==================== grid_renderer
grid_renderer/layer_met2.png
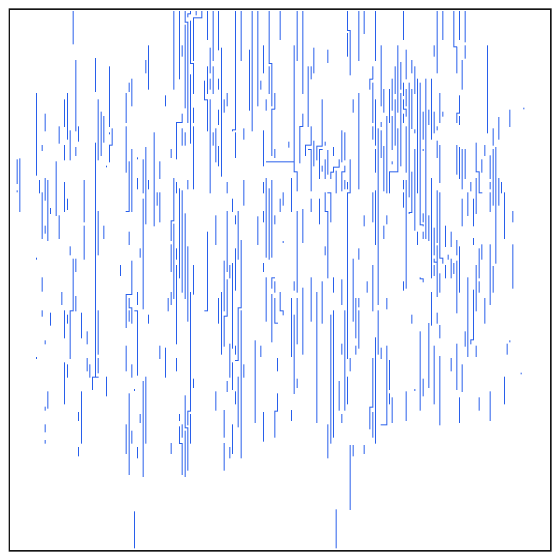

$ cat config.mk
export PLATFORM = sky130hd
export DESIGN_NAME = grid_renderer
export DESIGN_NICKNAME = d
export VERILOG_FILES = /design/src/rtl/grid_renderer_pkg.sv /design/src/rtl/grid_renderer_pixel_delay_line.sv /design/src/rtl/grid_renderer.sv
export SDC_FILE = /design/constraint.sdc
export NUM_CORES = 1
export LEC_CHECK = 0
export ABC_AREA = 1
export CAP_MARGIN = 20
export CORE_MARGIN = 4
export CORE_UTILIZATION = 50
export DETAILED_ROUTE_END_ITERATION = 7
export GPL_TIMING_DRIVEN = 0
export PLACE_DENSITY = 0.76
export SYNTH_ARGS = -nofsm -noshare
export SYNTH_HDL_FRONTEND = slang
export SYNTH_SLANG_ARGS = --single-unit
$ cat constraint.sdc
create_clock -name clk_25_2 -period 1.45 [get_ports clk_25_2]
set_input_delay 0.435 -clock clk_25_2 [delete_from_list [all_inputs] [get_ports clk_25_2]]
set_output_delay 0.435 -clock clk_25_2 [all_outputs]
set_load 0.01 [all_outputs]
$ cat src/rtl/grid_renderer_pkg.sv
// Shared codes for the snake game pixel path: entity and game-state encodings,
// 12-bit {R,G,B} palette, and a counter-width helper.
package grid_renderer_pkg;

    typedef enum logic [1:0] {
        ENTITY_NONE      = 2'd0,
        ENTITY_WALL      = 2'd1,
        ENTITY_OBJECTIVE = 2'd2,
        ENTITY_PLAYER    = 2'd3
    } entity_e;

    localparam logic [1:0] GAME_STATE_ALIVE = 2'd0;
    localparam logic [1:0] GAME_STATE_DEAD  = 2'd1;

    localparam logic [11:0] COLOR_BLACK  = 12'h000;
    localparam logic [11:0] COLOR_BG     = 12'h111;
    localparam logic [11:0] COLOR_WALL   = 12'h888;
    localparam logic [11:0] COLOR_OBJ    = 12'hF00;
    localparam logic [11:0] COLOR_PLAYER = 12'h0F0;
    localparam logic [11:0] COLOR_DEAD   = 12'hFF0;

    // Bits needed to count 0..n-1, never less than one bit.
    function automatic int unsigned cnt_width(input int unsigned n);
        return (n <= 1) ? 32'd1 : 32'($clog2(n));
    endfunction

endpackage

$ cat src/rtl/grid_renderer_pixel_delay_line.sv
// WIDTH x DEPTH shift register with a synchronous reset value.
// Ports: clk_25_2/rst (sync, active-high), din -> dout delayed by DEPTH cycles.
module grid_renderer_pixel_delay_line #(
    parameter int unsigned     WIDTH   = 1,
    parameter int unsigned     DEPTH   = 1,
    parameter logic [WIDTH-1:0] RST_VAL = '0
) (
    input  logic             clk_25_2,
    input  logic             rst,
    input  logic [WIDTH-1:0] din,
    output logic [WIDTH-1:0] dout
);

    logic [WIDTH-1:0] stage_q [DEPTH];

    always_ff @(posedge clk_25_2) begin
        if (rst) begin
            for (int i = 0; i < int'(DEPTH); i++) stage_q[i] <= RST_VAL;
        end else begin
            stage_q[0] <= din;
            for (int i = 1; i < int'(DEPTH); i++) stage_q[i] <= stage_q[i-1];
        end
    end

    assign dout = stage_q[DEPTH-1];

endmodule

$ cat src/rtl/grid_renderer.sv
// Pixel-side renderer for the snake game: turns VGA counters into cell queries,
// waits for the controller's entity code, and emits RGB with matched syncs.
// Also animates a blinking objective and a flashing dead snake, per frame.
// Ports: clk_25_2, rst (sync, active-high); h_cnt/v_cnt/video_on/hsync_in/
// vsync_in from the VGA timer; entity_data/game_state from the controller;
// cell_x/cell_y queries out; rgb, hsync_out, vsync_out to the DAC.
module grid_renderer
    import grid_renderer_pkg::*;
#(
    parameter int unsigned CELL_SHIFT     = 4,
    parameter int unsigned GRID_W         = 30,
    parameter int unsigned GRID_H         = 30,
    parameter int unsigned ENTITY_LATENCY = 5,
    parameter int unsigned BLINK_FRAMES   = 15,
    parameter int unsigned FLASH_FRAMES   = 8
) (
    input  logic        clk_25_2,
    input  logic        rst,
    input  logic [9:0]  h_cnt,
    input  logic [9:0]  v_cnt,
    input  logic        video_on,
    input  logic        hsync_in,
    input  logic        vsync_in,
    input  logic [1:0]  entity_data,
    input  logic [1:0]  game_state,
    output logic [5:0]  cell_x,
    output logic [5:0]  cell_y,
    output logic [11:0] rgb,
    output logic        hsync_out,
    output logic        vsync_out
);

    localparam int unsigned BLINK_W = cnt_width(BLINK_FRAMES);
    localparam int unsigned FLASH_W = cnt_width(FLASH_FRAMES);
    localparam logic [BLINK_W-1:0] BLINK_LAST = BLINK_W'(BLINK_FRAMES - 1);
    localparam logic [FLASH_W-1:0] FLASH_LAST = FLASH_W'(FLASH_FRAMES - 1);

    typedef struct packed {
        logic                  video_on;
        logic                  hsync;
        logic                  vsync;
        logic                  in_grid;
        logic [CELL_SHIFT-1:0] off_x;
        logic [CELL_SHIFT-1:0] off_y;
    } pix_t;

    localparam int unsigned PIX_W = $bits(pix_t);
    localparam pix_t PIX_IDLE = '{video_on: 1'b0, hsync: 1'b1, vsync: 1'b1,
                                  in_grid: 1'b0, off_x: '0, off_y: '0};

    logic [5:0]         cell_x_q, cell_x_d, cell_y_q, cell_y_d;
    pix_t               pix_s0_q, pix_s0_d;
    pix_t               pix_dly;
    logic [11:0]        rgb_q, rgb_d;
    logic               hsync_q, vsync_q;
    logic               vsync_prev_q;
    logic [1:0]         gs_prev_q;
    logic [BLINK_W-1:0] blink_cnt_q, blink_cnt_d;
    logic               blink_phase_q, blink_phase_d;
    logic [FLASH_W-1:0] flash_cnt_q, flash_cnt_d;
    logic               flash_phase_q, flash_phase_d;
    logic               frame_tick_c;

    // Stage 0: cell query and in-cell offsets; grid test on the untruncated cell index.
    always_comb begin
        cell_x_d         = 6'(h_cnt >> CELL_SHIFT);
        cell_y_d         = 6'(v_cnt >> CELL_SHIFT);
        pix_s0_d.video_on = video_on;
        pix_s0_d.hsync    = hsync_in;
        pix_s0_d.vsync    = vsync_in;
        pix_s0_d.in_grid  = (32'(h_cnt >> CELL_SHIFT) < GRID_W) &&
                            (32'(v_cnt >> CELL_SHIFT) < GRID_H);
        pix_s0_d.off_x    = h_cnt[CELL_SHIFT-1:0];
        pix_s0_d.off_y    = v_cnt[CELL_SHIFT-1:0];
    end

    // Hold position/sync bundle until the controller's answer arrives.
    grid_renderer_pixel_delay_line #(
        .WIDTH   (PIX_W),
        .DEPTH   (ENTITY_LATENCY),
        .RST_VAL (PIX_IDLE)
    ) u_delay (
        .clk_25_2 (clk_25_2),
        .rst      (rst),
        .din      (pix_s0_q),
        .dout     (pix_dly)
    );

    // Frame animation counters; a game-state change overrides a coincident tick.
    always_comb begin
        frame_tick_c  = vsync_prev_q & ~vsync_in;
        blink_cnt_d   = blink_cnt_q;
        blink_phase_d = blink_phase_q;
        flash_cnt_d   = flash_cnt_q;
        flash_phase_d = flash_phase_q;

        if (frame_tick_c) begin
            if (blink_cnt_q == BLINK_LAST) begin
                blink_cnt_d   = '0;
                blink_phase_d = ~blink_phase_q;
            end else begin
                blink_cnt_d = blink_cnt_q + BLINK_W'(1);
            end
        end

        if (game_state != GAME_STATE_DEAD) begin
            flash_cnt_d   = '0;
            flash_phase_d = 1'b1;
        end else if (game_state != gs_prev_q) begin
            flash_cnt_d = '0;
        end else if (frame_tick_c) begin
            if (flash_cnt_q == FLASH_LAST) begin
                flash_cnt_d   = '0;
                flash_phase_d = ~flash_phase_q;
            end else begin
                flash_cnt_d = flash_cnt_q + FLASH_W'(1);
            end
        end
    end

    // Colour selection for the delayed pixel.
    always_comb begin
        rgb_d = COLOR_BLACK;
        if (pix_dly.video_on && pix_dly.in_grid) begin
            case (entity_data)
                ENTITY_NONE:      rgb_d = COLOR_BG;
                ENTITY_WALL:      rgb_d = COLOR_WALL;
                ENTITY_OBJECTIVE: rgb_d = blink_phase_q ? COLOR_OBJ : COLOR_BG;
                default: begin
                    // Top row and left column of each body cell form the segment gap.
                    if (pix_dly.off_x == '0 || pix_dly.off_y == '0) begin
                        rgb_d = COLOR_BG;
                    end else if (game_state == GAME_STATE_DEAD) begin
                        rgb_d = flash_phase_q ? COLOR_DEAD : COLOR_BG;
                    end else begin
                        rgb_d = COLOR_PLAYER;
                    end
                end
            endcase
        end
    end

    always_ff @(posedge clk_25_2) begin
        if (rst) begin
            cell_x_q      <= '0;
            cell_y_q      <= '0;
            pix_s0_q      <= PIX_IDLE;
            rgb_q         <= COLOR_BLACK;
            hsync_q       <= 1'b1;
            vsync_q       <= 1'b1;
            vsync_prev_q  <= 1'b1;
            gs_prev_q     <= GAME_STATE_ALIVE;
            blink_cnt_q   <= '0;
            blink_phase_q <= 1'b1;
            flash_cnt_q   <= '0;
            flash_phase_q <= 1'b1;
        end else begin
            cell_x_q      <= cell_x_d;
            cell_y_q      <= cell_y_d;
            pix_s0_q      <= pix_s0_d;
            rgb_q         <= rgb_d;
            hsync_q       <= pix_dly.hsync;
            vsync_q       <= pix_dly.vsync;
            vsync_prev_q  <= vsync_in;
            gs_prev_q     <= game_state;
            blink_cnt_q   <= blink_cnt_d;
            blink_phase_q <= blink_phase_d;
            flash_cnt_q   <= flash_cnt_d;
            flash_phase_q <= flash_phase_d;
        end
    end

    assign cell_x    = cell_x_q;
    assign cell_y    = cell_y_q;
    assign rgb       = rgb_q;
    assign hsync_out = hsync_q;
    assign vsync_out = vsync_q;

endmodule

==================== muldiv_hilo_unit
## src/rtl/muldiv_pkg.sv

```systemverilog
// Shared constants, opcodes and FSM state type for the iterative HI/LO multiply/divide unit.
package muldiv_pkg;

   localparam int WIDTH_DEF = 32;

   localparam logic [4:0] OP_MUL = 5'hf;
   localparam logic [4:0] OP_DIV = 5'h10;

   // A divide by zero returns an all-ones quotient.
   localparam logic [WIDTH_DEF-1:0] DIV_ZERO_LO = {WIDTH_DEF{1'b1}};

   typedef enum logic [1:0] {
      ST_IDLE = 2'd0,
      ST_RUN  = 2'd1,
      ST_FIX  = 2'd2
   } state_e;

   function automatic logic [WIDTH_DEF-1:0] mag(input logic [WIDTH_DEF-1:0] v,
                                                input logic                  signed_en);
      return (signed_en && v[WIDTH_DEF-1]) ? -v : v;
   endfunction

endpackage

```

## src/rtl/muldiv_core.sv

```systemverilog
// Datapath: 2*WIDTH shift register with one adder/subtractor, doing one shift-add (MUL)
// or restoring shift-subtract (DIV) iteration per step on unsigned magnitudes.
module muldiv_core
   import muldiv_pkg::*;
#(
   parameter int WIDTH = WIDTH_DEF
) (
   input  logic                 clk,
   input  logic                 rst_n,
   input  logic                 load_i,
   input  logic                 step_i,
   input  logic                 div_i,
   input  logic [WIDTH-1:0]     a_i,
   input  logic [WIDTH-1:0]     b_i,
   output logic [2*WIDTH-1:0]   acc_o
);

   logic [2*WIDTH-1:0] acc_q, acc_d, acc_step;
   logic [WIDTH-1:0]   b_q;
   logic               div_q;
   logic [WIDTH:0]     mul_sum;
   logic [WIDTH:0]     div_trial;
   logic [WIDTH:0]     div_diff;

   // MUL: add the multiplicand into the upper half when the low bit is set, then shift right.
   // DIV: shift left one bit into a WIDTH+1 trial remainder and keep the difference if no borrow.
   always_comb begin
      mul_sum   = {1'b0, acc_q[2*WIDTH-1:WIDTH]} + (acc_q[0] ? {1'b0, b_q} : '0);
      div_trial = {acc_q[2*WIDTH-1:WIDTH], acc_q[WIDTH-1]};
      div_diff  = div_trial - {1'b0, b_q};
      if (div_q) begin
         if (!div_diff[WIDTH]) begin
            acc_step = {div_diff[WIDTH-1:0], acc_q[WIDTH-2:0], 1'b1};
         end else begin
            acc_step = {div_trial[WIDTH-1:0], acc_q[WIDTH-2:0], 1'b0};
         end
      end else begin
         acc_step = {mul_sum, acc_q[WIDTH-1:1]};
      end
   end

   always_comb begin
      acc_d = acc_q;
      if (load_i) begin
         acc_d = {{WIDTH{1'b0}}, a_i};
      end else if (step_i) begin
         acc_d = acc_step;
      end
   end

   always_ff @(posedge clk) begin
      if (!rst_n) begin
         acc_q <= '0;
         b_q   <= '0;
         div_q <= 1'b0;
      end else begin
         acc_q <= acc_d;
         if (load_i) begin
            b_q   <= b_i;
            div_q <= div_i;
         end
      end
   end

   assign acc_o = acc_q;

endmodule

```

## src/rtl/muldiv_hilo_unit.sv

```systemverilog
// Iterative MUL/DIV unit owning HI/LO: FSM, iteration counter, sign fix-up and move-to/from ports.
// Build option: define MULDIV_SIGNED_MUL_EN for two's-complement MUL (default is unsigned).
//
// Handshake: start is a request strobe sampled only in IDLE with a MUL/DIV opcode; busy is high
// from the accept edge until the fix-up edge, done pulses for one cycle once HI/LO hold the result.
module muldiv_hilo_unit
   import muldiv_pkg::*;
#(
   parameter int WIDTH = WIDTH_DEF
) (
   input  logic              clk,
   input  logic              rst_n,
   input  logic              start,
   input  logic [4:0]        operation,
   input  logic [WIDTH-1:0]  Op1,
   input  logic [WIDTH-1:0]  Op2,
   input  logic              hi_we,
   input  logic              lo_we,
   input  logic [WIDTH-1:0]  wdata,
   input  logic              mf_sel,
   output logic [WIDTH-1:0]  mf_data,
   output logic              busy,
   output logic              done,
   output logic              div_zero,
   output logic [1:0]        state_dbg
);

   localparam int CW = $clog2(WIDTH);

   state_e             state_q, state_d;
   logic [CW-1:0]      cnt_q, cnt_d;
   logic [WIDTH-1:0]   hi_q, hi_d, lo_q, lo_d;
   logic               done_q, done_d;
   logic               dz_q, dz_d;
   logic               div_q, neg_res_q, neg_rem_q, zero_q;
   logic [WIDTH-1:0]   op1_q;

   logic               accept, is_div, signed_op;
   logic [WIDTH-1:0]   a_mag, b_mag;
   logic [2*WIDTH-1:0] acc;
   logic [WIDTH-1:0]   fix_hi, fix_lo;

   assign is_div = (operation == OP_DIV);
   assign accept = (state_q == ST_IDLE) && start && ((operation == OP_MUL) || is_div);

`ifdef MULDIV_SIGNED_MUL_EN
   assign signed_op = 1'b1;
`else
   assign signed_op = is_div;
`endif

   assign a_mag = mag(Op1, signed_op);
   assign b_mag = mag(Op2, signed_op);

   muldiv_core #(.WIDTH(WIDTH)) u_core (
      .clk    (clk),
      .rst_n  (rst_n),
      .load_i (accept),
      .step_i (state_q == ST_RUN),
      .div_i  (is_div),
      .a_i    (a_mag),
      .b_i    (b_mag),
      .acc_o  (acc)
   );

   always_comb begin
      state_d = state_q;
      cnt_d   = cnt_q;
      case (state_q)
         ST_IDLE: begin
            if (accept) begin
               state_d = ST_RUN;
               cnt_d   = CW'(WIDTH - 1);
            end
         end
         ST_RUN: begin
            cnt_d = cnt_q - 1'b1;
            if (cnt_q == '0) begin
               state_d = ST_FIX;
            end
         end
         ST_FIX:  state_d = ST_IDLE;
         default: state_d = ST_IDLE;
      endcase
   end

   // Magnitude result to signed result; MIN/-1 falls out naturally as 0x8000_0000 rem 0.
   always_comb begin
      fix_hi = acc[2*WIDTH-1:WIDTH];
      fix_lo = acc[WIDTH-1:0];
      if (div_q) begin
         if (zero_q) begin
            fix_hi = op1_q;
            fix_lo = WIDTH'(DIV_ZERO_LO);
         end else begin
            fix_lo = neg_res_q ? -acc[WIDTH-1:0]       : acc[WIDTH-1:0];
            fix_hi = neg_rem_q ? -acc[2*WIDTH-1:WIDTH] : acc[2*WIDTH-1:WIDTH];
         end
      end else begin
`ifdef MULDIV_SIGNED_MUL_EN
         {fix_hi, fix_lo} = neg_res_q ? -acc : acc;
`else
         {fix_hi, fix_lo} = acc;
`endif
      end
   end

   // Move-to writes only land in IDLE; FIX overwrites any value written on the accept edge.
   always_comb begin
      hi_d   = hi_q;
      lo_d   = lo_q;
      done_d = 1'b0;
      dz_d   = dz_q;
      if (state_q == ST_IDLE) begin
         if (hi_we)  hi_d = wdata;
         if (lo_we)  lo_d = wdata;
         if (accept) dz_d = 1'b0;
      end
      if (state_q == ST_FIX) begin
         hi_d   = fix_hi;
         lo_d   = fix_lo;
         done_d = 1'b1;
         if (div_q && zero_q) dz_d = 1'b1;
      end
   end

   always_ff @(posedge clk) begin
      if (!rst_n) begin
         state_q   <= ST_IDLE;
         cnt_q     <= '0;
         hi_q      <= '0;
         lo_q      <= '0;
         done_q    <= 1'b0;
         dz_q      <= 1'b0;
         div_q     <= 1'b0;
         neg_res_q <= 1'b0;
         neg_rem_q <= 1'b0;
         zero_q    <= 1'b0;
         op1_q     <= '0;
      end else begin
         state_q <= state_d;
         cnt_q   <= cnt_d;
         hi_q    <= hi_d;
         lo_q    <= lo_d;
         done_q  <= done_d;
         dz_q    <= dz_d;
         if (accept) begin
            div_q     <= is_div;
            neg_res_q <= signed_op && (Op1[WIDTH-1] ^ Op2[WIDTH-1]);
            neg_rem_q <= is_div && Op1[WIDTH-1];
            zero_q    <= (Op2 == '0);
            op1_q     <= Op1;
         end
      end
   end

   assign mf_data   = mf_sel ? hi_q : lo_q;
   assign busy      = (state_q != ST_IDLE);
   assign done      = done_q;
   assign div_zero  = dz_q;
   assign state_dbg = state_q;

endmodule

```

## config.mk

```make
export PLATFORM = sky130hd
export DESIGN_NAME = muldiv_hilo_unit
export DESIGN_NICKNAME = d
export VERILOG_FILES = /design/src/rtl/muldiv_pkg.sv /design/src/rtl/muldiv_core.sv /design/src/rtl/muldiv_hilo_unit.sv
export SDC_FILE = /design/constraint.sdc
export NUM_CORES = 1
export LEC_CHECK = 0
export CORE_ASPECT_RATIO = 1.1
export CORE_UTILIZATION = 40
export CTS_BUF_LIST = sky130_fd_sc_hd__clkbuf_16
export DETAILED_ROUTE_END_ITERATION = 16
export PLACE_DENSITY = 0.56
export SETUP_SLACK_MARGIN = 0.4
export SYNTH_ARGS = -nofsm -noshare
export SYNTH_HDL_FRONTEND = slang
export SYNTH_SLANG_ARGS = --single-unit
```

## constraint.sdc

```tcl
create_clock -name clk -period 3.9 [get_ports clk]
set_input_delay 0.975 -clock clk [delete_from_list [all_inputs] [get_ports clk]]
set_output_delay 0.975 -clock clk [all_outputs]
set_load 0.1 [all_outputs]
```

==================== mem_arbiter
**src/rtl/mem_arbiter.sv**
```systemverilog
// Two-requester arbiter/sequencer for a 128x24 synchronous memory: fetch (read-only)
// and data (read/write) share one port. Define MEM_ARB_RR_EN for round-robin arbitration.
`timescale 1ns/1ps

module mem_arbiter #(
  parameter int ADDR_W = 8,
  parameter int DATA_W = 24,
  parameter int DEPTH  = 128
) (
  input  logic              clk,
  input  logic              reset,
  input  logic              f_req,
  input  logic [ADDR_W-1:0] f_addr,
  output logic              f_ack,
  input  logic              d_req,
  input  logic              d_we,
  input  logic [ADDR_W-1:0] d_addr,
  input  logic [DATA_W-1:0] d_wdata,
  output logic              d_ack,
  output logic [DATA_W-1:0] rdata,
  output logic              err,
  output logic              busy,
  output logic [ADDR_W-1:0] mem_MAR,
  output logic [DATA_W-1:0] mem_data_in,
  output logic              mem_EN,
  output logic              mem_CS,
  input  logic [DATA_W-1:0] mem_data_out
);

  typedef enum logic [1:0] {
    S_IDLE,
    S_ISSUE,
    S_CAPTURE,
    S_DONE
  } state_t;

  state_t              state_q, state_d;
  logic [ADDR_W-1:0]   mar_q, mar_d;
  logic [DATA_W-1:0]   wdata_q, wdata_d;
  logic                en_q, en_d;
  logic                cs_q, cs_d;
  logic                is_data_q, is_data_d;
  logic                addr_err_q, addr_err_d;
  logic                f_ack_q, f_ack_d;
  logic                d_ack_q, d_ack_d;
  logic [DATA_W-1:0]   rdata_q, rdata_d;
  logic                err_q, err_d;
  logic                busy_q, busy_d;
  logic                grant_data;
  logic [ADDR_W-1:0]   req_addr;
  logic                in_range;
`ifdef MEM_ARB_RR_EN
  logic                last_data_q, last_data_d;
`endif

  // NOTE: every signal written here gets a default first, so no path leaves it unassigned (no latch).
  always_comb begin
    state_d    = state_q;
    mar_d      = mar_q;
    wdata_d    = wdata_q;
    en_d       = en_q;
    cs_d       = cs_q;
    is_data_d  = is_data_q;
    addr_err_d = addr_err_q;
    rdata_d    = rdata_q;
    f_ack_d    = 1'b0;
    d_ack_d    = 1'b0;
    err_d      = 1'b0;
    grant_data = 1'b0;
    req_addr   = '0;
    in_range   = 1'b0;
`ifdef MEM_ARB_RR_EN
    last_data_d = last_data_q;
`endif

    unique case (state_q)
      S_IDLE: begin
        if (f_req || d_req) begin
`ifdef MEM_ARB_RR_EN
          // Under contention the requester not served last wins.
          grant_data  = d_req && (!f_req || !last_data_q);
          last_data_d = grant_data;
`else
          grant_data  = d_req;
`endif
          req_addr   = grant_data ? d_addr : f_addr;
          in_range   = (32'(req_addr) < 32'(DEPTH));
          mar_d      = req_addr;
          wdata_d    = grant_data ? d_wdata : '0;
          cs_d       = grant_data && d_we;
          en_d       = in_range;
          addr_err_d = !in_range;
          is_data_d  = grant_data;
          state_d    = S_ISSUE;
        end
      end
      S_ISSUE: begin
        en_d    = 1'b0;
        state_d = S_CAPTURE;
      end
      S_CAPTURE: begin
        f_ack_d = !is_data_q;
        d_ack_d = is_data_q;
        if (addr_err_q) begin
          rdata_d = '0;
          err_d   = 1'b1;
        end else if (!cs_q) begin
          rdata_d = mem_data_out;
        end
        state_d = S_DONE;
      end
      S_DONE: begin
        state_d = S_IDLE;
      end
      default: state_d = S_IDLE;
    endcase

    busy_d = (state_d != S_IDLE);
  end

  // NOTE: state registers use non-blocking assignments so all flops update from the same pre-edge values.
  always_ff @(posedge clk) begin
    if (reset) begin
      state_q    <= S_IDLE;
      mar_q      <= '0;
      wdata_q    <= '0;
      en_q       <= 1'b0;
      cs_q       <= 1'b0;
      is_data_q  <= 1'b0;
      addr_err_q <= 1'b0;
      f_ack_q    <= 1'b0;
      d_ack_q    <= 1'b0;
      rdata_q    <= '0;
      err_q      <= 1'b0;
      busy_q     <= 1'b0;
`ifdef MEM_ARB_RR_EN
      last_data_q <= 1'b0;
`endif
    end else begin
      state_q    <= state_d;
      mar_q      <= mar_d;
      wdata_q    <= wdata_d;
      en_q       <= en_d;
      cs_q       <= cs_d;
      is_data_q  <= is_data_d;
      addr_err_q <= addr_err_d;
      f_ack_q    <= f_ack_d;
      d_ack_q    <= d_ack_d;
      rdata_q    <= rdata_d;
      err_q      <= err_d;
      busy_q     <= busy_d;
`ifdef MEM_ARB_RR_EN
      last_data_q <= last_data_d;
`endif
    end
  end

  assign mem_MAR     = mar_q;
  assign mem_data_in = wdata_q;
  assign mem_EN      = en_q;
  assign mem_CS      = cs_q;
  assign f_ack       = f_ack_q;
  assign d_ack       = d_ack_q;
  assign rdata       = rdata_q;
  assign err         = err_q;
  assign busy        = busy_q;

endmodule

```
**config.mk**
```make
export PLATFORM = sky130hd
export DESIGN_NAME = mem_arbiter
export DESIGN_NICKNAME = d
export VERILOG_FILES = /design/src/rtl/mem_arbiter.sv
export SDC_FILE = /design/constraint.sdc
export NUM_CORES = 1
export LEC_CHECK = 0
export CORE_MARGIN = 2
export CORE_UTILIZATION = 40
export DETAILED_ROUTE_END_ITERATION = 8
export PLACE_DENSITY = 0.84
export SYNTH_ARGS = -nofsm -noshare
export SYNTH_HDL_FRONTEND = slang
export SYNTH_SLANG_ARGS = --single-unit
export TNS_END_PERCENT = 100
```
**constraint.sdc**
```tcl
create_clock -name clk -period 2.04 [get_ports clk]
set_clock_uncertainty 0.2 [all_clocks]
set_input_delay 0.612 -clock clk [delete_from_list [all_inputs] [get_ports clk]]
set_output_delay 0.612 -clock clk [all_outputs]
set_load 0.005 [all_outputs]
```
mem_arbiter/layer_met3.png
Scale bar: 20 um.
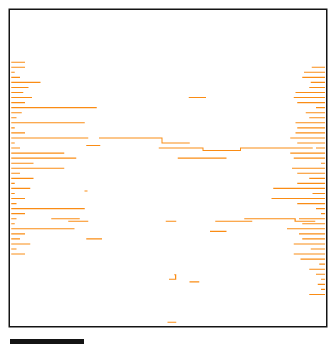
wire length on this layer: 641 um
main direction: horizontal
longest straight run: 22.8 um
met3 Usage GRT: 0.0652
via count: 2618
final wirelength: 7070 um

==> results.tsv, mem_arbiter <==
stage	metric	value	unit
route	top_layer_used	met4	
final_layout	nNetsFinal	492	
worst_setup_path	crit_buf_inv	1	
synth	top_area_cell	dfxtp_1	
synth	synth_area	2630	um^2
floorplan	initCoreUtil	0.415	
timing	slew_violations	0	
worst_hold_path	whs_endpoint	mem_data_in[11]$_SDFFE_PP0P_	
clocking	cts.sinks	65	
final_layout	comb_share	0.275	
route	routedWlPerCell	14.1	um
route	ant_nets	0	
worst_setup_path	r2r-start	state_q[0]$_SDFF_PP0_	
floorplan	core_area	6350	um^2
timing	finalClockPeriodUsage	0.978	
synth	avgSynthCellArea	9.02	um^2
clocking	postCtsHoldBufs	0	
worst_setup_path	cp.arrival	1180	ps
final_layout	seq_share	0.307	
status	outcome	finished, final reports clean	
final_layout	final_cell_mix	clkdlybuf4s50_1 (120), dfxtp_1 (62), a21oi_1 (50), nand2_1 (27), nand3_1 (26)	
clocking	ctsLongestPathBuffers	2	
clocking	cts_setup_buffers	0	
clocking	clk-insertion-delay-late	330	ps
job	drv_cap	0	
place	postPlaceCellArea	4040	um^2
power	p_leak	0.00165	uW
synth	synth.most_common_cell	dfxtp_1	
## mem_arbiter: state kept, by name, summed over array words and instances (netlist names), 2 cells and up
name and count:
rdata 24, mem_data_in 24, state_q 2, mem_MAR 8
## mem_arbiter: timing repair
item                       CTS  global route
gates resized                4             9
setup endpoints to repair    2             9
gates cloned                 0             0
## mem_arbiter: where the power goes
part | leakage (uW) | switching [uW] | total [uW] | internal [uW]
registers | 0.000533 | 141 | 1680 | 1540
clock network | 0.000102 | 458 | 1080 | 621
logic | 0.00102 | 858 | 1830 | 973
total | 0.00165 | 1460 | 4590 | 3140
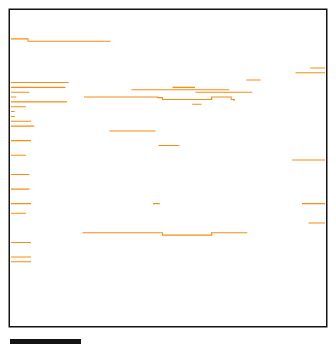
grid_renderer/layer_met3.png
Scale bar: 20 um.
wire length on this layer: 339 um
longest straight run: 27.1 um
via count: 2247
met3 Usage GRT: 0.0670

grid_renderer/layer_met1.png
Scale bar: 20 um. Cells faint in the background.
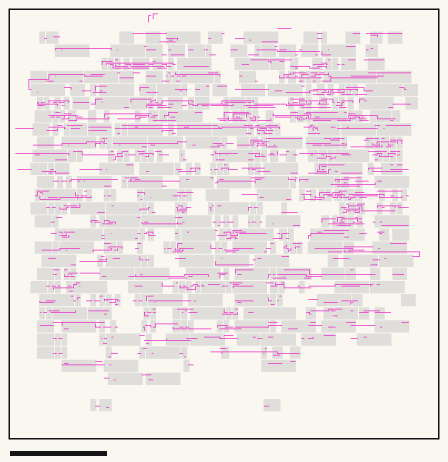
nets with wire on the layer: 447
wire length on this layer: 1870 um
main direction: horizontal
longest straight run: 22.1 um
share of all routed wire: 37%
final wirelength: 5000 um
met1 usage: 0.137

Notes on grid_renderer/layer_met2.png above:
share of all routed wire: 55%
main direction: vertical
nets with wire on the layer: 362
longest straight run: 38.4 um
met2 GRT Util: 0.253

==> results.tsv, grid_renderer <==
stage	metric	value	unit
worst_setup_path	crit_required	1020	ps
timing	setup-violations-final	0	
route	top_layer_used	met4	
worst_setup_path	crit_type	reg -> out	
floorplan	chip_area	7870	um^2
synth	yosys_most_used_dff	dfxtp_1	
final_layout	layout_top_cell	dfxtp_1	
clocking	cts_setup_buffers	0	
worst_setup_path	r2r_cells	7	
power	p_per_area	1270	nW/um^2
global_route	grt-ovfl-total	0	
route	ant_nets	0	
synth	synth_adder_area_share	0.00769	
timing	finalHoldViolations	0	
worst_setup_path	crit_cells	1	
clocking	numCtsBuffers	9	
clocking	clk_pin_slew	90	ps
timing	slew_violations	0	
clocking	htree_num_levels	3	
final_layout	final_cells	524	
floorplan	rows	29	
status	outcome	finished, final reports clean	
synth	top_area_cell	dfxtp_1	
synth	synth_seq_share	0.646	
global_route	grt_max_degree	17	
place	gp_congestion	0.785	
final_layout	layout-drive-gt1-share	0.101	
synth	yosysUniqueCellTypes	21	
[grid_renderer: layout make-up]
cell class | instances | area (um^2)
multi-input cells | 173 | 759
plain buffers | 14 | 75.1
flip-flops and latches | 105 | 2100
fillers | 543 | 2280
repair buffers | 51 | 479
clock inverters | 5 | 77.6
well taps | 77 | 96.3
clock buffers | 11 | 151
inverters | 88 | 330
[grid_renderer: flip-flops by register name, indices dropped and copies added, names as in the netlist, 2 cells and up]
signal / cells
blink_cnt_q: 4
cell_x: 6
cell_y: 6
flash_cnt_q: 3
gs_prev_q: 2
pix_s0_q: 11
rgb: 8
u_delay.stage_q: 60
muldiv_hilo_unit/layer_met1.png
Scale bar: 50 um. Cells faint in the background.
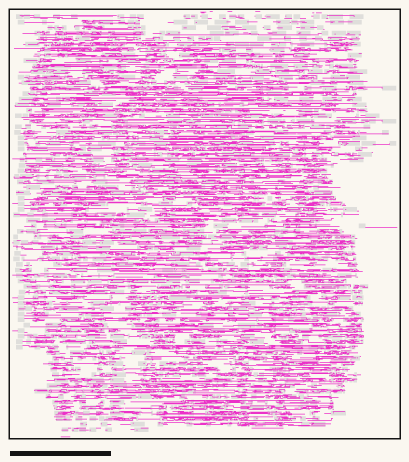
wire length on this layer: 27.3 mm
main direction: horizontal
nets with wire on the layer: 2279
met1 usage: 0.417
via count: 16900
final wirelength: 60200 um

==> results.tsv, muldiv_hilo_unit <==
stage	metric	value	unit
route	drt_iter0_drc	1521	
timing	slew_violations	0	
status	outcome	finished, final reports clean	
synth	synth_area	15900	um^2
final_layout	comb_share	0.573	
final_layout	nonClkBufAreaFrac	0.129	
clocking	cts.sinks	205	
final_layout	clkCellAreaFrac	0.0409	
synth	edf_count	0	
timing	worstMarginPinSlew	1190	ps
place	dp_hpwl	45600	um
worst_setup_path	critPathMostFrequentCell	a21oi_1	
synth	topCombFamilyByArea	AND-OR/OR-AND gates	
worst_setup_path	crit_buf_inv	2	
power	p_per_area	314	nW/um^2
route	ant_nets	0	
clocking	postCtsHoldBufs	0	
synth	top_cell_area_share	0.258	
synth	xor_share	0.0671	
final_layout	seq_area	4110	um^2
clocking	cts_root_buf	clkbuf_16	
worst_setup_path	r2r_cells	13	
timing	fin_ws	512	ps
-- muldiv_hilo_unit: state kept, by name (all words and copies together), names as in the netlist --
| register | count |
|---|---|
| state_dbg | 2 |
| u_core.b_q | 32 |
| u_core.acc_o | 64 |
| op1_q | 32 |
| lo_q | 32 |
| hi_q | 32 |
| neg_rem_q | 1 |
| done | 1 |
| zero_q | 1 |
| div_zero | 1 |
| cnt_q | 5 |
| div_q | 1 |
| neg_res_q | 1 |
-- muldiv_hilo_unit: power breakdown --
part	total, uW	switching [uW]	internal (uW)
Sequential	2240	66.9	2170
Clock	2300	972	1320
Combinational	1530	907	622

==> gallery <==
The clock network.
shot_01.png
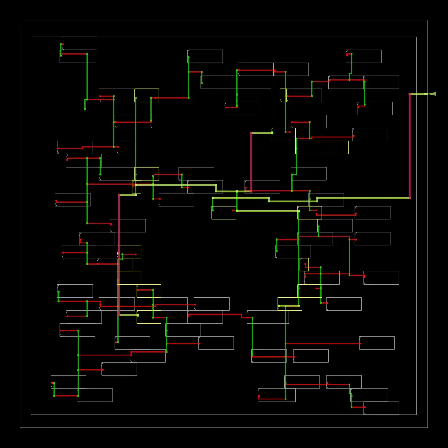
shot_02.png
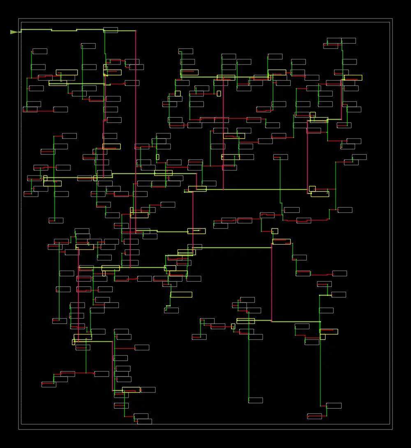
shot_03.png
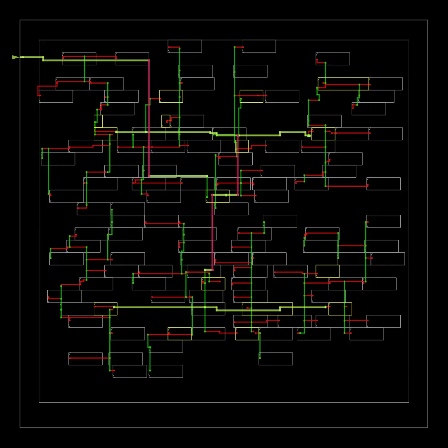
Of these, fewest sequential cells: shot_01.png
Of these, most sequential cells: shot_02.png
shot_02.png is muldiv_hilo_unit.
shot_01.png is mem_arbiter.
shot_03.png is grid_renderer.


==================== spdif_transmitter
spdif_transmitter/layer_met2.png
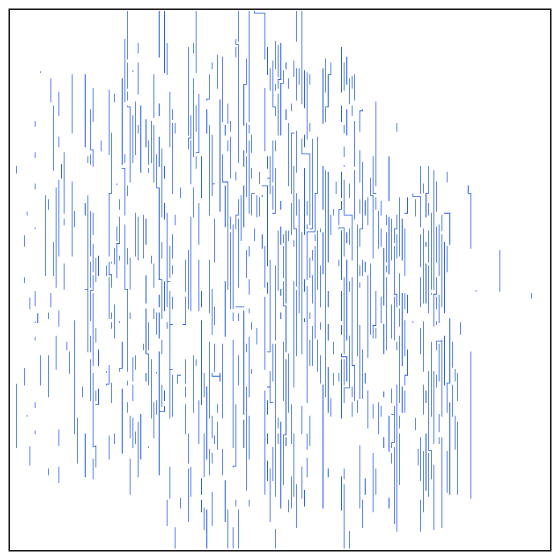

`src/rtl/spdif_transmitter.sv`:
```
// IEC 60958 consumer S/PDIF biphase-mark transmitter for 16-bit stereo PCM.
// Define SPDIF_TX_CHANNEL_STATUS_EN to send CHANNEL_STATUS in frames 0..31.
module spdif_transmitter #(
    parameter logic [31:0] CHANNEL_STATUS = 32'h0200_0004,
    parameter int unsigned BLOCK_FRAMES   = 192
) (
    input  logic        Clk,
    input  logic        nReset,
    input  logic        Cell_Ena,
    input  logic [15:0] Audio_Left,
    input  logic [15:0] Audio_Right,
    input  logic        Sample_Valid,
    output logic        Sample_Ready,
    output logic        S_PDIF_Out,
    output logic        Frame_Start,
    output logic        Underrun
);
    localparam int unsigned FW    = (BLOCK_FRAMES > 1) ? $clog2(BLOCK_FRAMES) : 1;
    localparam logic [7:0]  PRE_B = 8'b1110_1000;
    localparam logic [7:0]  PRE_M = 8'b1110_0010;
    localparam logic [7:0]  PRE_W = 8'b1110_0100;

    logic [6:0]    cell_q, cell_d;
    logic [FW-1:0] frame_q, frame_d;
    logic          hold_full_q, hold_full_d;
    logic [15:0]   hold_l_q, hold_l_d, hold_r_q, hold_r_d;
    logic          ever_loaded_q, ever_loaded_d;
    logic [15:0]   frm_l_q, frm_l_d, frm_r_q, frm_r_d;
    logic          frm_v_q, frm_v_d;
    logic          line_q, line_d;
    logic          pre_inv_q, pre_inv_d;
    logic          parity_q, parity_d;
    logic          frame_start_q, frame_start_d;
    logic          underrun_q, underrun_d;

    logic [4:0]    slot;
    logic [3:0]    sbit_idx;
    logic [15:0]   sample;
    logic [7:0]    pre_pat;
    logic          data_bit, pre_inv, c_bit;

`ifdef SPDIF_TX_CHANNEL_STATUS_EN
    assign c_bit = (32'(frame_q) < 32) ? CHANNEL_STATUS[5'(frame_q)] : 1'b0;
`else
    // Status word not carried in this build.
    logic cs_unused;
    assign cs_unused = ^CHANNEL_STATUS;
    assign c_bit     = 1'b0;
`endif

    assign slot     = cell_q[5:1];
    assign sbit_idx = 4'(slot - 5'd12);
    assign sample   = cell_q[6] ? frm_r_q : frm_l_q;
    assign pre_pat  = cell_q[6] ? PRE_W : ((frame_q == '0) ? PRE_B : PRE_M);
    assign pre_inv  = (cell_q[5:0] == '0) ? line_q : pre_inv_q;

    always_comb begin
        data_bit = 1'b0;
        if (slot >= 5'd12 && slot <= 5'd27) data_bit = sample[sbit_idx];
        else if (slot == 5'd28)             data_bit = frm_v_q;
        else if (slot == 5'd30)             data_bit = c_bit;
        else if (slot == 5'd31)             data_bit = parity_q;
    end

    always_comb begin
        cell_d        = cell_q;
        frame_d       = frame_q;
        hold_full_d   = hold_full_q;
        hold_l_d      = hold_l_q;
        hold_r_d      = hold_r_q;
        ever_loaded_d = ever_loaded_q;
        frm_l_d       = frm_l_q;
        frm_r_d       = frm_r_q;
        frm_v_d       = frm_v_q;
        line_d        = line_q;
        pre_inv_d     = pre_inv_q;
        parity_d      = parity_q;
        frame_start_d = 1'b0;
        underrun_d    = 1'b0;

        if (Sample_Valid && !hold_full_q) begin
            hold_full_d = 1'b1;
            hold_l_d    = Audio_Left;
            hold_r_d    = Audio_Right;
        end

        if (Cell_Ena) begin
            cell_d = cell_q + 7'd1;
            // Accept and load cannot both hit the holding register: accept implies it is empty.
            if (cell_q == '0) begin
                frame_start_d = 1'b1;
                if (hold_full_q) begin
                    frm_l_d       = hold_l_q;
                    frm_r_d       = hold_r_q;
                    frm_v_d       = 1'b0;
                    hold_full_d   = 1'b0;
                    ever_loaded_d = 1'b1;
                end else begin
                    frm_l_d    = '0;
                    frm_r_d    = '0;
                    frm_v_d    = 1'b1;
                    underrun_d = ever_loaded_q;
                end
            end
            if (cell_q == '1)
                frame_d = (frame_q == FW'(BLOCK_FRAMES - 1)) ? '0 : frame_q + 1'b1;

            if (slot < 5'd4) begin
                pre_inv_d = pre_inv;
                line_d    = pre_pat[3'd7 - cell_q[2:0]] ^ pre_inv;
                parity_d  = 1'b0;
            end else if (!cell_q[0]) begin
                line_d = ~line_q;
            end else begin
                line_d = line_q ^ data_bit;
                if (slot != 5'd31) parity_d = parity_q ^ data_bit;
            end
        end
    end

    always_ff @(posedge Clk or negedge nReset) begin
        if (!nReset) begin
            cell_q        <= '0;
            frame_q       <= '0;
            hold_full_q   <= 1'b0;
            hold_l_q      <= '0;
            hold_r_q      <= '0;
            ever_loaded_q <= 1'b0;
            frm_l_q       <= '0;
            frm_r_q       <= '0;
            frm_v_q       <= 1'b1;
            line_q        <= 1'b0;
            pre_inv_q     <= 1'b0;
            parity_q      <= 1'b0;
            frame_start_q <= 1'b0;
            underrun_q    <= 1'b0;
        end else begin
            cell_q        <= cell_d;
            frame_q       <= frame_d;
            hold_full_q   <= hold_full_d;
            hold_l_q      <= hold_l_d;
            hold_r_q      <= hold_r_d;
            ever_loaded_q <= ever_loaded_d;
            frm_l_q       <= frm_l_d;
            frm_r_q       <= frm_r_d;
            frm_v_q       <= frm_v_d;
            line_q        <= line_d;
            pre_inv_q     <= pre_inv_d;
            parity_q      <= parity_d;
            frame_start_q <= frame_start_d;
            underrun_q    <= underrun_d;
        end
    end

    assign Sample_Ready = ~hold_full_q;
    assign S_PDIF_Out   = line_q;
    assign Frame_Start  = frame_start_q;
    assign Underrun     = underrun_q;
endmodule

```
`config.mk`:
```
export PLATFORM = sky130hd
export DESIGN_NAME = spdif_transmitter
export DESIGN_NICKNAME = d
export VERILOG_FILES = /design/src/rtl/spdif_transmitter.sv
export SDC_FILE = /design/constraint.sdc
export NUM_CORES = 1
export LEC_CHECK = 0
export CORE_MARGIN = 2
export CORE_UTILIZATION = 50
export CTS_CLUSTER_DIAMETER = 120
export DETAILED_ROUTE_END_ITERATION = 16
export PLACE_DENSITY = 0.83
export SYNTH_ARGS = -nofsm -noshare
export SYNTH_HDL_FRONTEND = slang
export SYNTH_SLANG_ARGS = --single-unit
```
`constraint.sdc`:
```
create_clock -name Clk -period 1.95 [get_ports Clk]
set_input_delay 0.39 -clock Clk [delete_from_list [all_inputs] [get_ports Clk]]
set_output_delay 0.39 -clock Clk [all_outputs]
set_load 0.05 [all_outputs]
```
==================== gbt_ps_capture_writer
===== config.mk =====
export PLATFORM = sky130hd
export DESIGN_NAME = gbt_ps_capture_writer
export DESIGN_NICKNAME = d
export VERILOG_FILES = /design/src/rtl/gbt_ps_capture_writer_pkg.sv /design/src/rtl/gbt_ps_capture_writer.sv
export SDC_FILE = /design/constraint.sdc
export NUM_CORES = 1
export LEC_CHECK = 0
export ABC_AREA = 1
export CORE_MARGIN = 4
export CORE_UTILIZATION = 35
export CTS_CLUSTER_DIAMETER = 150
export CTS_CLUSTER_SIZE = 28
export DETAILED_ROUTE_END_ITERATION = 6
export PLACE_DENSITY = 0.69
export SLEW_MARGIN = 20
export SYNTH_ARGS = -nofsm -noshare
export SYNTH_HDL_FRONTEND = slang
export SYNTH_SLANG_ARGS = --single-unit

===== constraint.sdc =====
create_clock -name ClkRs_ix -period 4.7 [get_ports ClkRs_ix]
set_input_delay 0.94 -clock ClkRs_ix [delete_from_list [all_inputs] [get_ports ClkRs_ix]]
set_output_delay 0.94 -clock ClkRs_ix [all_outputs]
set_load 0.02 [all_outputs]

===== src/rtl/gbt_ps_capture_writer_pkg.sv =====
// Shared types for the GBT-to-PS capture writer: clock/reset bundle and FSM state encoding.
package gbt_ps_capture_writer_pkg;

  typedef struct packed {
    logic clk;
    logic reset;
  } ckrs_t;

  typedef enum logic [2:0] {
    ST_IDLE    = 3'd0,
    ST_ARMED   = 3'd1,
    ST_CAPTURE = 3'd2,
    ST_HEADER  = 3'd3,
    ST_DONE    = 3'd4
  } state_e;

endpackage


===== src/rtl/gbt_ps_capture_writer.sv =====
// Captures a bounded burst of GBT user words into PS shared-memory BRAM and
// closes each record with a {seq, 8'h00, count} header word at BASE_ADDR.
module gbt_ps_capture_writer
  import gbt_ps_capture_writer_pkg::*;
#(
  parameter int unsigned DEPTH     = 1024,
  parameter logic [31:0] BASE_ADDR = 32'h0000_0000
) (
  input  ckrs_t       ClkRs_ix,
  input  logic [31:0] data_i,
  input  logic        valid_i,
  input  logic        trigger_i,
  input  logic [31:0] control_i,
  output logic [31:0] status_o,
  output logic        bram_en_o,
  output logic [3:0]  bram_we_o,
  output logic [31:0] bram_addr_o,
  output logic [31:0] bram_din_o,
  output logic        done_o
);

  localparam logic [16:0] DEPTH_L = 17'(DEPTH);

  logic clk;
  logic rst;
  assign clk = ClkRs_ix.clk;
  assign rst = ClkRs_ix.reset;

  logic ctrl_unused;
  assign ctrl_unused = ^control_i[31:5];

  state_e      state_q, state_d;
  logic [4:0]  ctrl_q, ctrl_d;
  logic [15:0] count_q, count_d;
  logic [7:0]  seq_q, seq_d;
  logic        done_q, done_d;
  logic        aborted_q, aborted_d;
  logic        wr_q, wr_d;
  logic [31:0] addr_q, addr_d;
  logic [31:0] din_q, din_d;
  logic        done_pulse_q, done_pulse_d;
  logic [31:0] status_q, status_d;

  logic [4:0]  ctrl_edge;
  logic        arm_e, swtrig_e, stop_e, abort_e, clear_e;
  logic        trig_ev;
  logic [16:0] count_inc;

  always_comb begin
    ctrl_edge = control_i[4:0] & ~ctrl_q;
    arm_e     = ctrl_edge[0];
    swtrig_e  = ctrl_edge[1];
    stop_e    = ctrl_edge[2];
    abort_e   = ctrl_edge[3];
    clear_e   = ctrl_edge[4];
    trig_ev   = trigger_i | swtrig_e;
    count_inc = {1'b0, count_q} + 17'd1;

    state_d      = state_q;
    ctrl_d       = control_i[4:0];
    count_d      = count_q;
    seq_d        = seq_q;
    done_d       = done_q;
    aborted_d    = aborted_q;
    wr_d         = 1'b0;
    addr_d       = '0;
    din_d        = '0;
    done_pulse_d = 1'b0;
    // Status shows the registers as they stood before this edge, so it lags state by a cycle.
    status_d     = {count_q, seq_q, 3'b000, aborted_q, done_q, state_q};

    unique case (state_q)
      ST_IDLE: begin
        if (arm_e) begin
          state_d   = ST_ARMED;
          count_d   = '0;
          done_d    = 1'b0;
          aborted_d = 1'b0;
        end
      end
      ST_ARMED: begin
        if (abort_e) begin
          state_d   = ST_IDLE;
          aborted_d = 1'b1;
        end else if (trig_ev) begin
          state_d = ST_CAPTURE;
        end
      end
      ST_CAPTURE: begin
        // Abort wins over a same-cycle valid word, stop edge or depth limit.
        if (abort_e) begin
          state_d   = ST_IDLE;
          aborted_d = 1'b1;
        end else begin
          if (valid_i) begin
            wr_d    = 1'b1;
            addr_d  = BASE_ADDR + 32'd4 + {14'd0, count_q, 2'b00};
            din_d   = data_i;
            count_d = count_inc[15:0];
          end
          if ((valid_i && (count_inc == DEPTH_L)) || stop_e) begin
            state_d = ST_HEADER;
          end
        end
      end
      ST_HEADER: begin
        wr_d         = 1'b1;
        addr_d       = BASE_ADDR;
        din_d        = {seq_q, 8'h00, count_q};
        seq_d        = seq_q + 8'd1;
        done_d       = 1'b1;
        done_pulse_d = 1'b1;
        state_d      = ST_DONE;
      end
      ST_DONE: begin
        if (arm_e) begin
          state_d   = ST_ARMED;
          count_d   = '0;
          done_d    = 1'b0;
          aborted_d = 1'b0;
        end else if (clear_e) begin
          state_d = ST_IDLE;
        end
      end
      default: begin
        state_d = ST_IDLE;
      end
    endcase
  end

  always_ff @(posedge clk or posedge rst) begin
    if (rst) begin
      state_q      <= ST_IDLE;
      ctrl_q       <= '0;
      count_q      <= '0;
      seq_q        <= '0;
      done_q       <= 1'b0;
      aborted_q    <= 1'b0;
      wr_q         <= 1'b0;
      addr_q       <= '0;
      din_q        <= '0;
      done_pulse_q <= 1'b0;
      status_q     <= '0;
    end else begin
      state_q      <= state_d;
      ctrl_q       <= ctrl_d;
      count_q      <= count_d;
      seq_q        <= seq_d;
      done_q       <= done_d;
      aborted_q    <= aborted_d;
      wr_q         <= wr_d;
      addr_q       <= addr_d;
      din_q        <= din_d;
      done_pulse_q <= done_pulse_d;
      status_q     <= status_d;
    end
  end

  assign bram_en_o   = wr_q;
  assign bram_we_o   = {4{wr_q}};
  assign bram_addr_o = addr_q;
  assign bram_din_o  = din_q;
  assign done_o      = done_pulse_q;
  assign status_o    = status_q;

endmodule


gbt_ps_capture_writer/layer_met1.png
Scale bar: 20 um. Cells faint in the background.
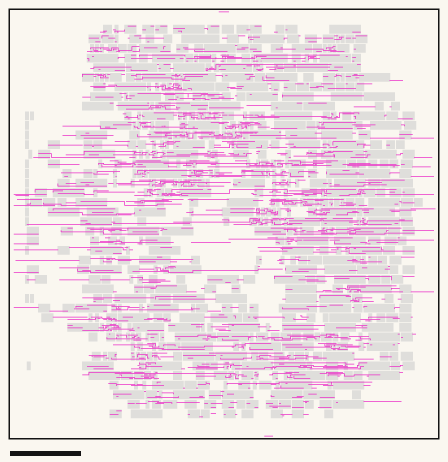
nets with wire on the layer: 598
share of all routed wire: 39%
longest straight run: 34.0 um
main direction: horizontal
wire length on this layer: 4960 um
met1 usage: 0.179
final wirelength: 12800 um
via count: 3912

gbt_ps_capture_writer/clocks.png
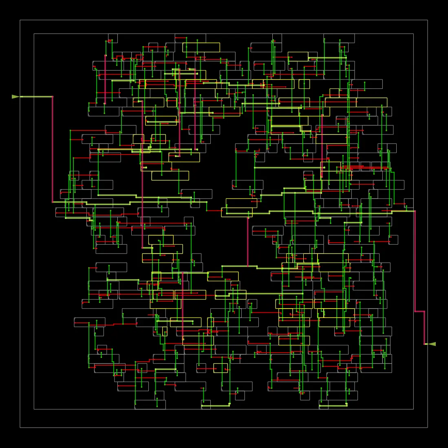
Late-Pin Clk Latency: 410 ps
Flop Count: 114
Setup Skew: 13.2 ps
Clock net power: 3890 uW
# clk buffers: 36

==> results.tsv, gbt_ps_capture_writer <==
stage	metric	value	unit
status	outcome	finished, final reports clean	
worst_hold_path	hp-class	reg -> reg	
floorplan	initCoreUtil	0.356	
synth	yosysCellCount	429	
worst_setup_path	r2r_cells	10	
power	power_frac_clock	0.688	
clocking	postCtsHoldBufs	0	
timing	fmax	0.330	GHz
worst_setup_path	crit_type	in -> reg	
job	drv_cap	0	
final_layout	final_cell_mix	clkdlybuf4s50_1 (123), clkinvlp_4 (118), dfrtp_1 (114), nand2_1 (74), inv_1 (54)	
power	p_per_area	723	nW/um^2
synth	top_cell_area_share	0.638	
worst_setup_path	critPathMostFrequentCell	inv_2	
synth	top_area_cell	dfrtp_1	
final_layout	clkCellAreaFrac	0.263	
timing	finalHoldViolations	0	
synth	edf_count	0	
timing	rsz0062_at_grt	false	
worst_hold_path	worstHoldStart	seq_q[2]$_DFFE_PP0P_	
place	gp_congestion	0.819	
worst_setup_path	cpMaxStageDelayCell	inv_2	
synth	muxShareOfSynthArea	0	
gbt_ps_capture_writer: routing by layer:
layer | up-vias | share of wire | routed length, um | global-route usage
li1 | 1845 | - | - | -
met1 | 1874 | 0.39 | 4960 | 0.179
met2 | 172 | 0.50 | 6430 | 0.255
met3 | 21 | 0.091 | 1160 | 0.156
met4 | 0 | 0.018 | 233 | 0.197
met5 | - | 0 | 0 | 0
spdif_transmitter/clocks.png
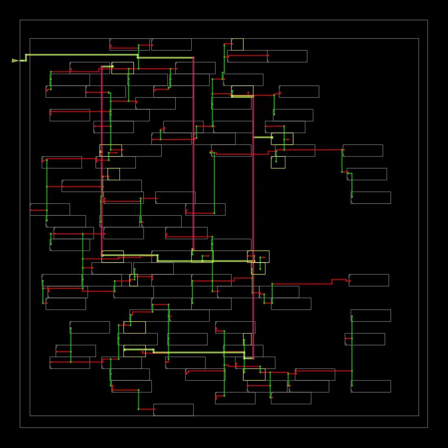
total clock sinks: 87
Flop Count: 87
# clk buffers: 10
Clock net power: 1160 uW
Late-Pin Clk Latency: 360 ps

Notes on spdif_transmitter/layer_met2.png above:
main direction: vertical
share of all routed wire: 48%
via count: 2923
final wirelength: 8070 um
met2 GRT Util: 0.319

==> results.tsv, spdif_transmitter <==
stage	metric	value	unit
status	outcome	finished, violations left	
status	violations	hold timing, setup timing	
timing	finalCriticalPeriod	1960	ps
route	drt_iter0_drc	230	
timing	setup-violations-final	1	
synth	async_reset_ff_frac	1.00	
clocking	ctsLongestPathBuffers	2	
worst_setup_path	path_cells	buf_4 > mux4_2 > nor2_2 > o41ai_4 > nor3_1 > a21o_1 > a211oi_2	
worst_setup_path	critPathCapture	S_PDIF_Out$_DFFE_PN0P_	
floorplan	die_width	94.0	um
worst_setup_path	critPathTopFamily	AND-OR/OR-AND gates	
timing	finalHoldViolations	3	
clocking	numCtsBuffers	9	
place	gp_congestion	0.902	
synth	yosysCellCount	369	
synth	top_cell_area_share	0.531	
synth	synth_adder_area_share	0.0185	
timing	hold_slack	-3.49	ps
synth	yosys_area	4050	um^2
global_route	grt_util_all_layers	0.205	
power	ir_worst_vdd	0.633	mV
timing	fin_ws	-6.18	ps
global_route	grt_pass1_wl	13800	um
timing	tns	-6.18	ps
global_route	grt_busiest_layer	met2	
## spdif_transmitter: repair_timing
action,CTS,global route
setup buffers,1,1
pin swaps,2,6
resized,8,6
endpoints found under the setup margin,3,6
cloned,0,0
## spdif_transmitter: cell type report
cell class | count | area [um^2]
clock buffer | 10 | 138
clock inverter | 6 | 42.5
fill | 592 | 2740
inverter | 12 | 45.0
multi-input combinational | 249 | 1780
sequential | 87 | 2180
tap | 102 | 128
timing repair buffer | 84 | 749
## spdif_transmitter: where the power goes
part | switching (uW) | internal, uW
Combinational | 966 | 1070
Sequential | 270 | 2180
Clock | 659 | 502
Total | 1900 | 3750


==> screenshots <==
Met3 routing.
Plate I
Scale bar: 20 um.
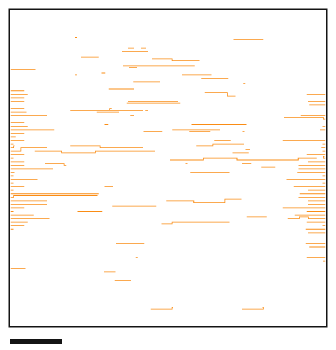
Plate II
Scale bar: 20 um.
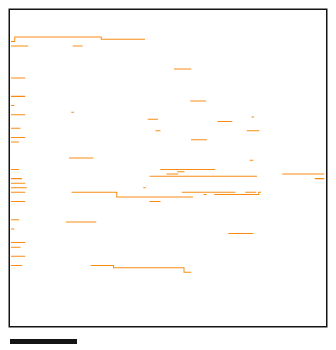
Plate III
Scale bar: 50 um.
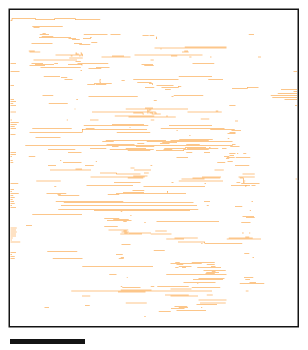
- gbt_ps_capture_writer = Plate I
- spdif_transmitter = Plate II
- muldiv_hilo_unit = Plate III
The one with the largest die is Plate III.

Key to Plate II:
nets with wire on the layer: 38
main direction: horizontal

Power is estimated from default activity; no workload was simulated.
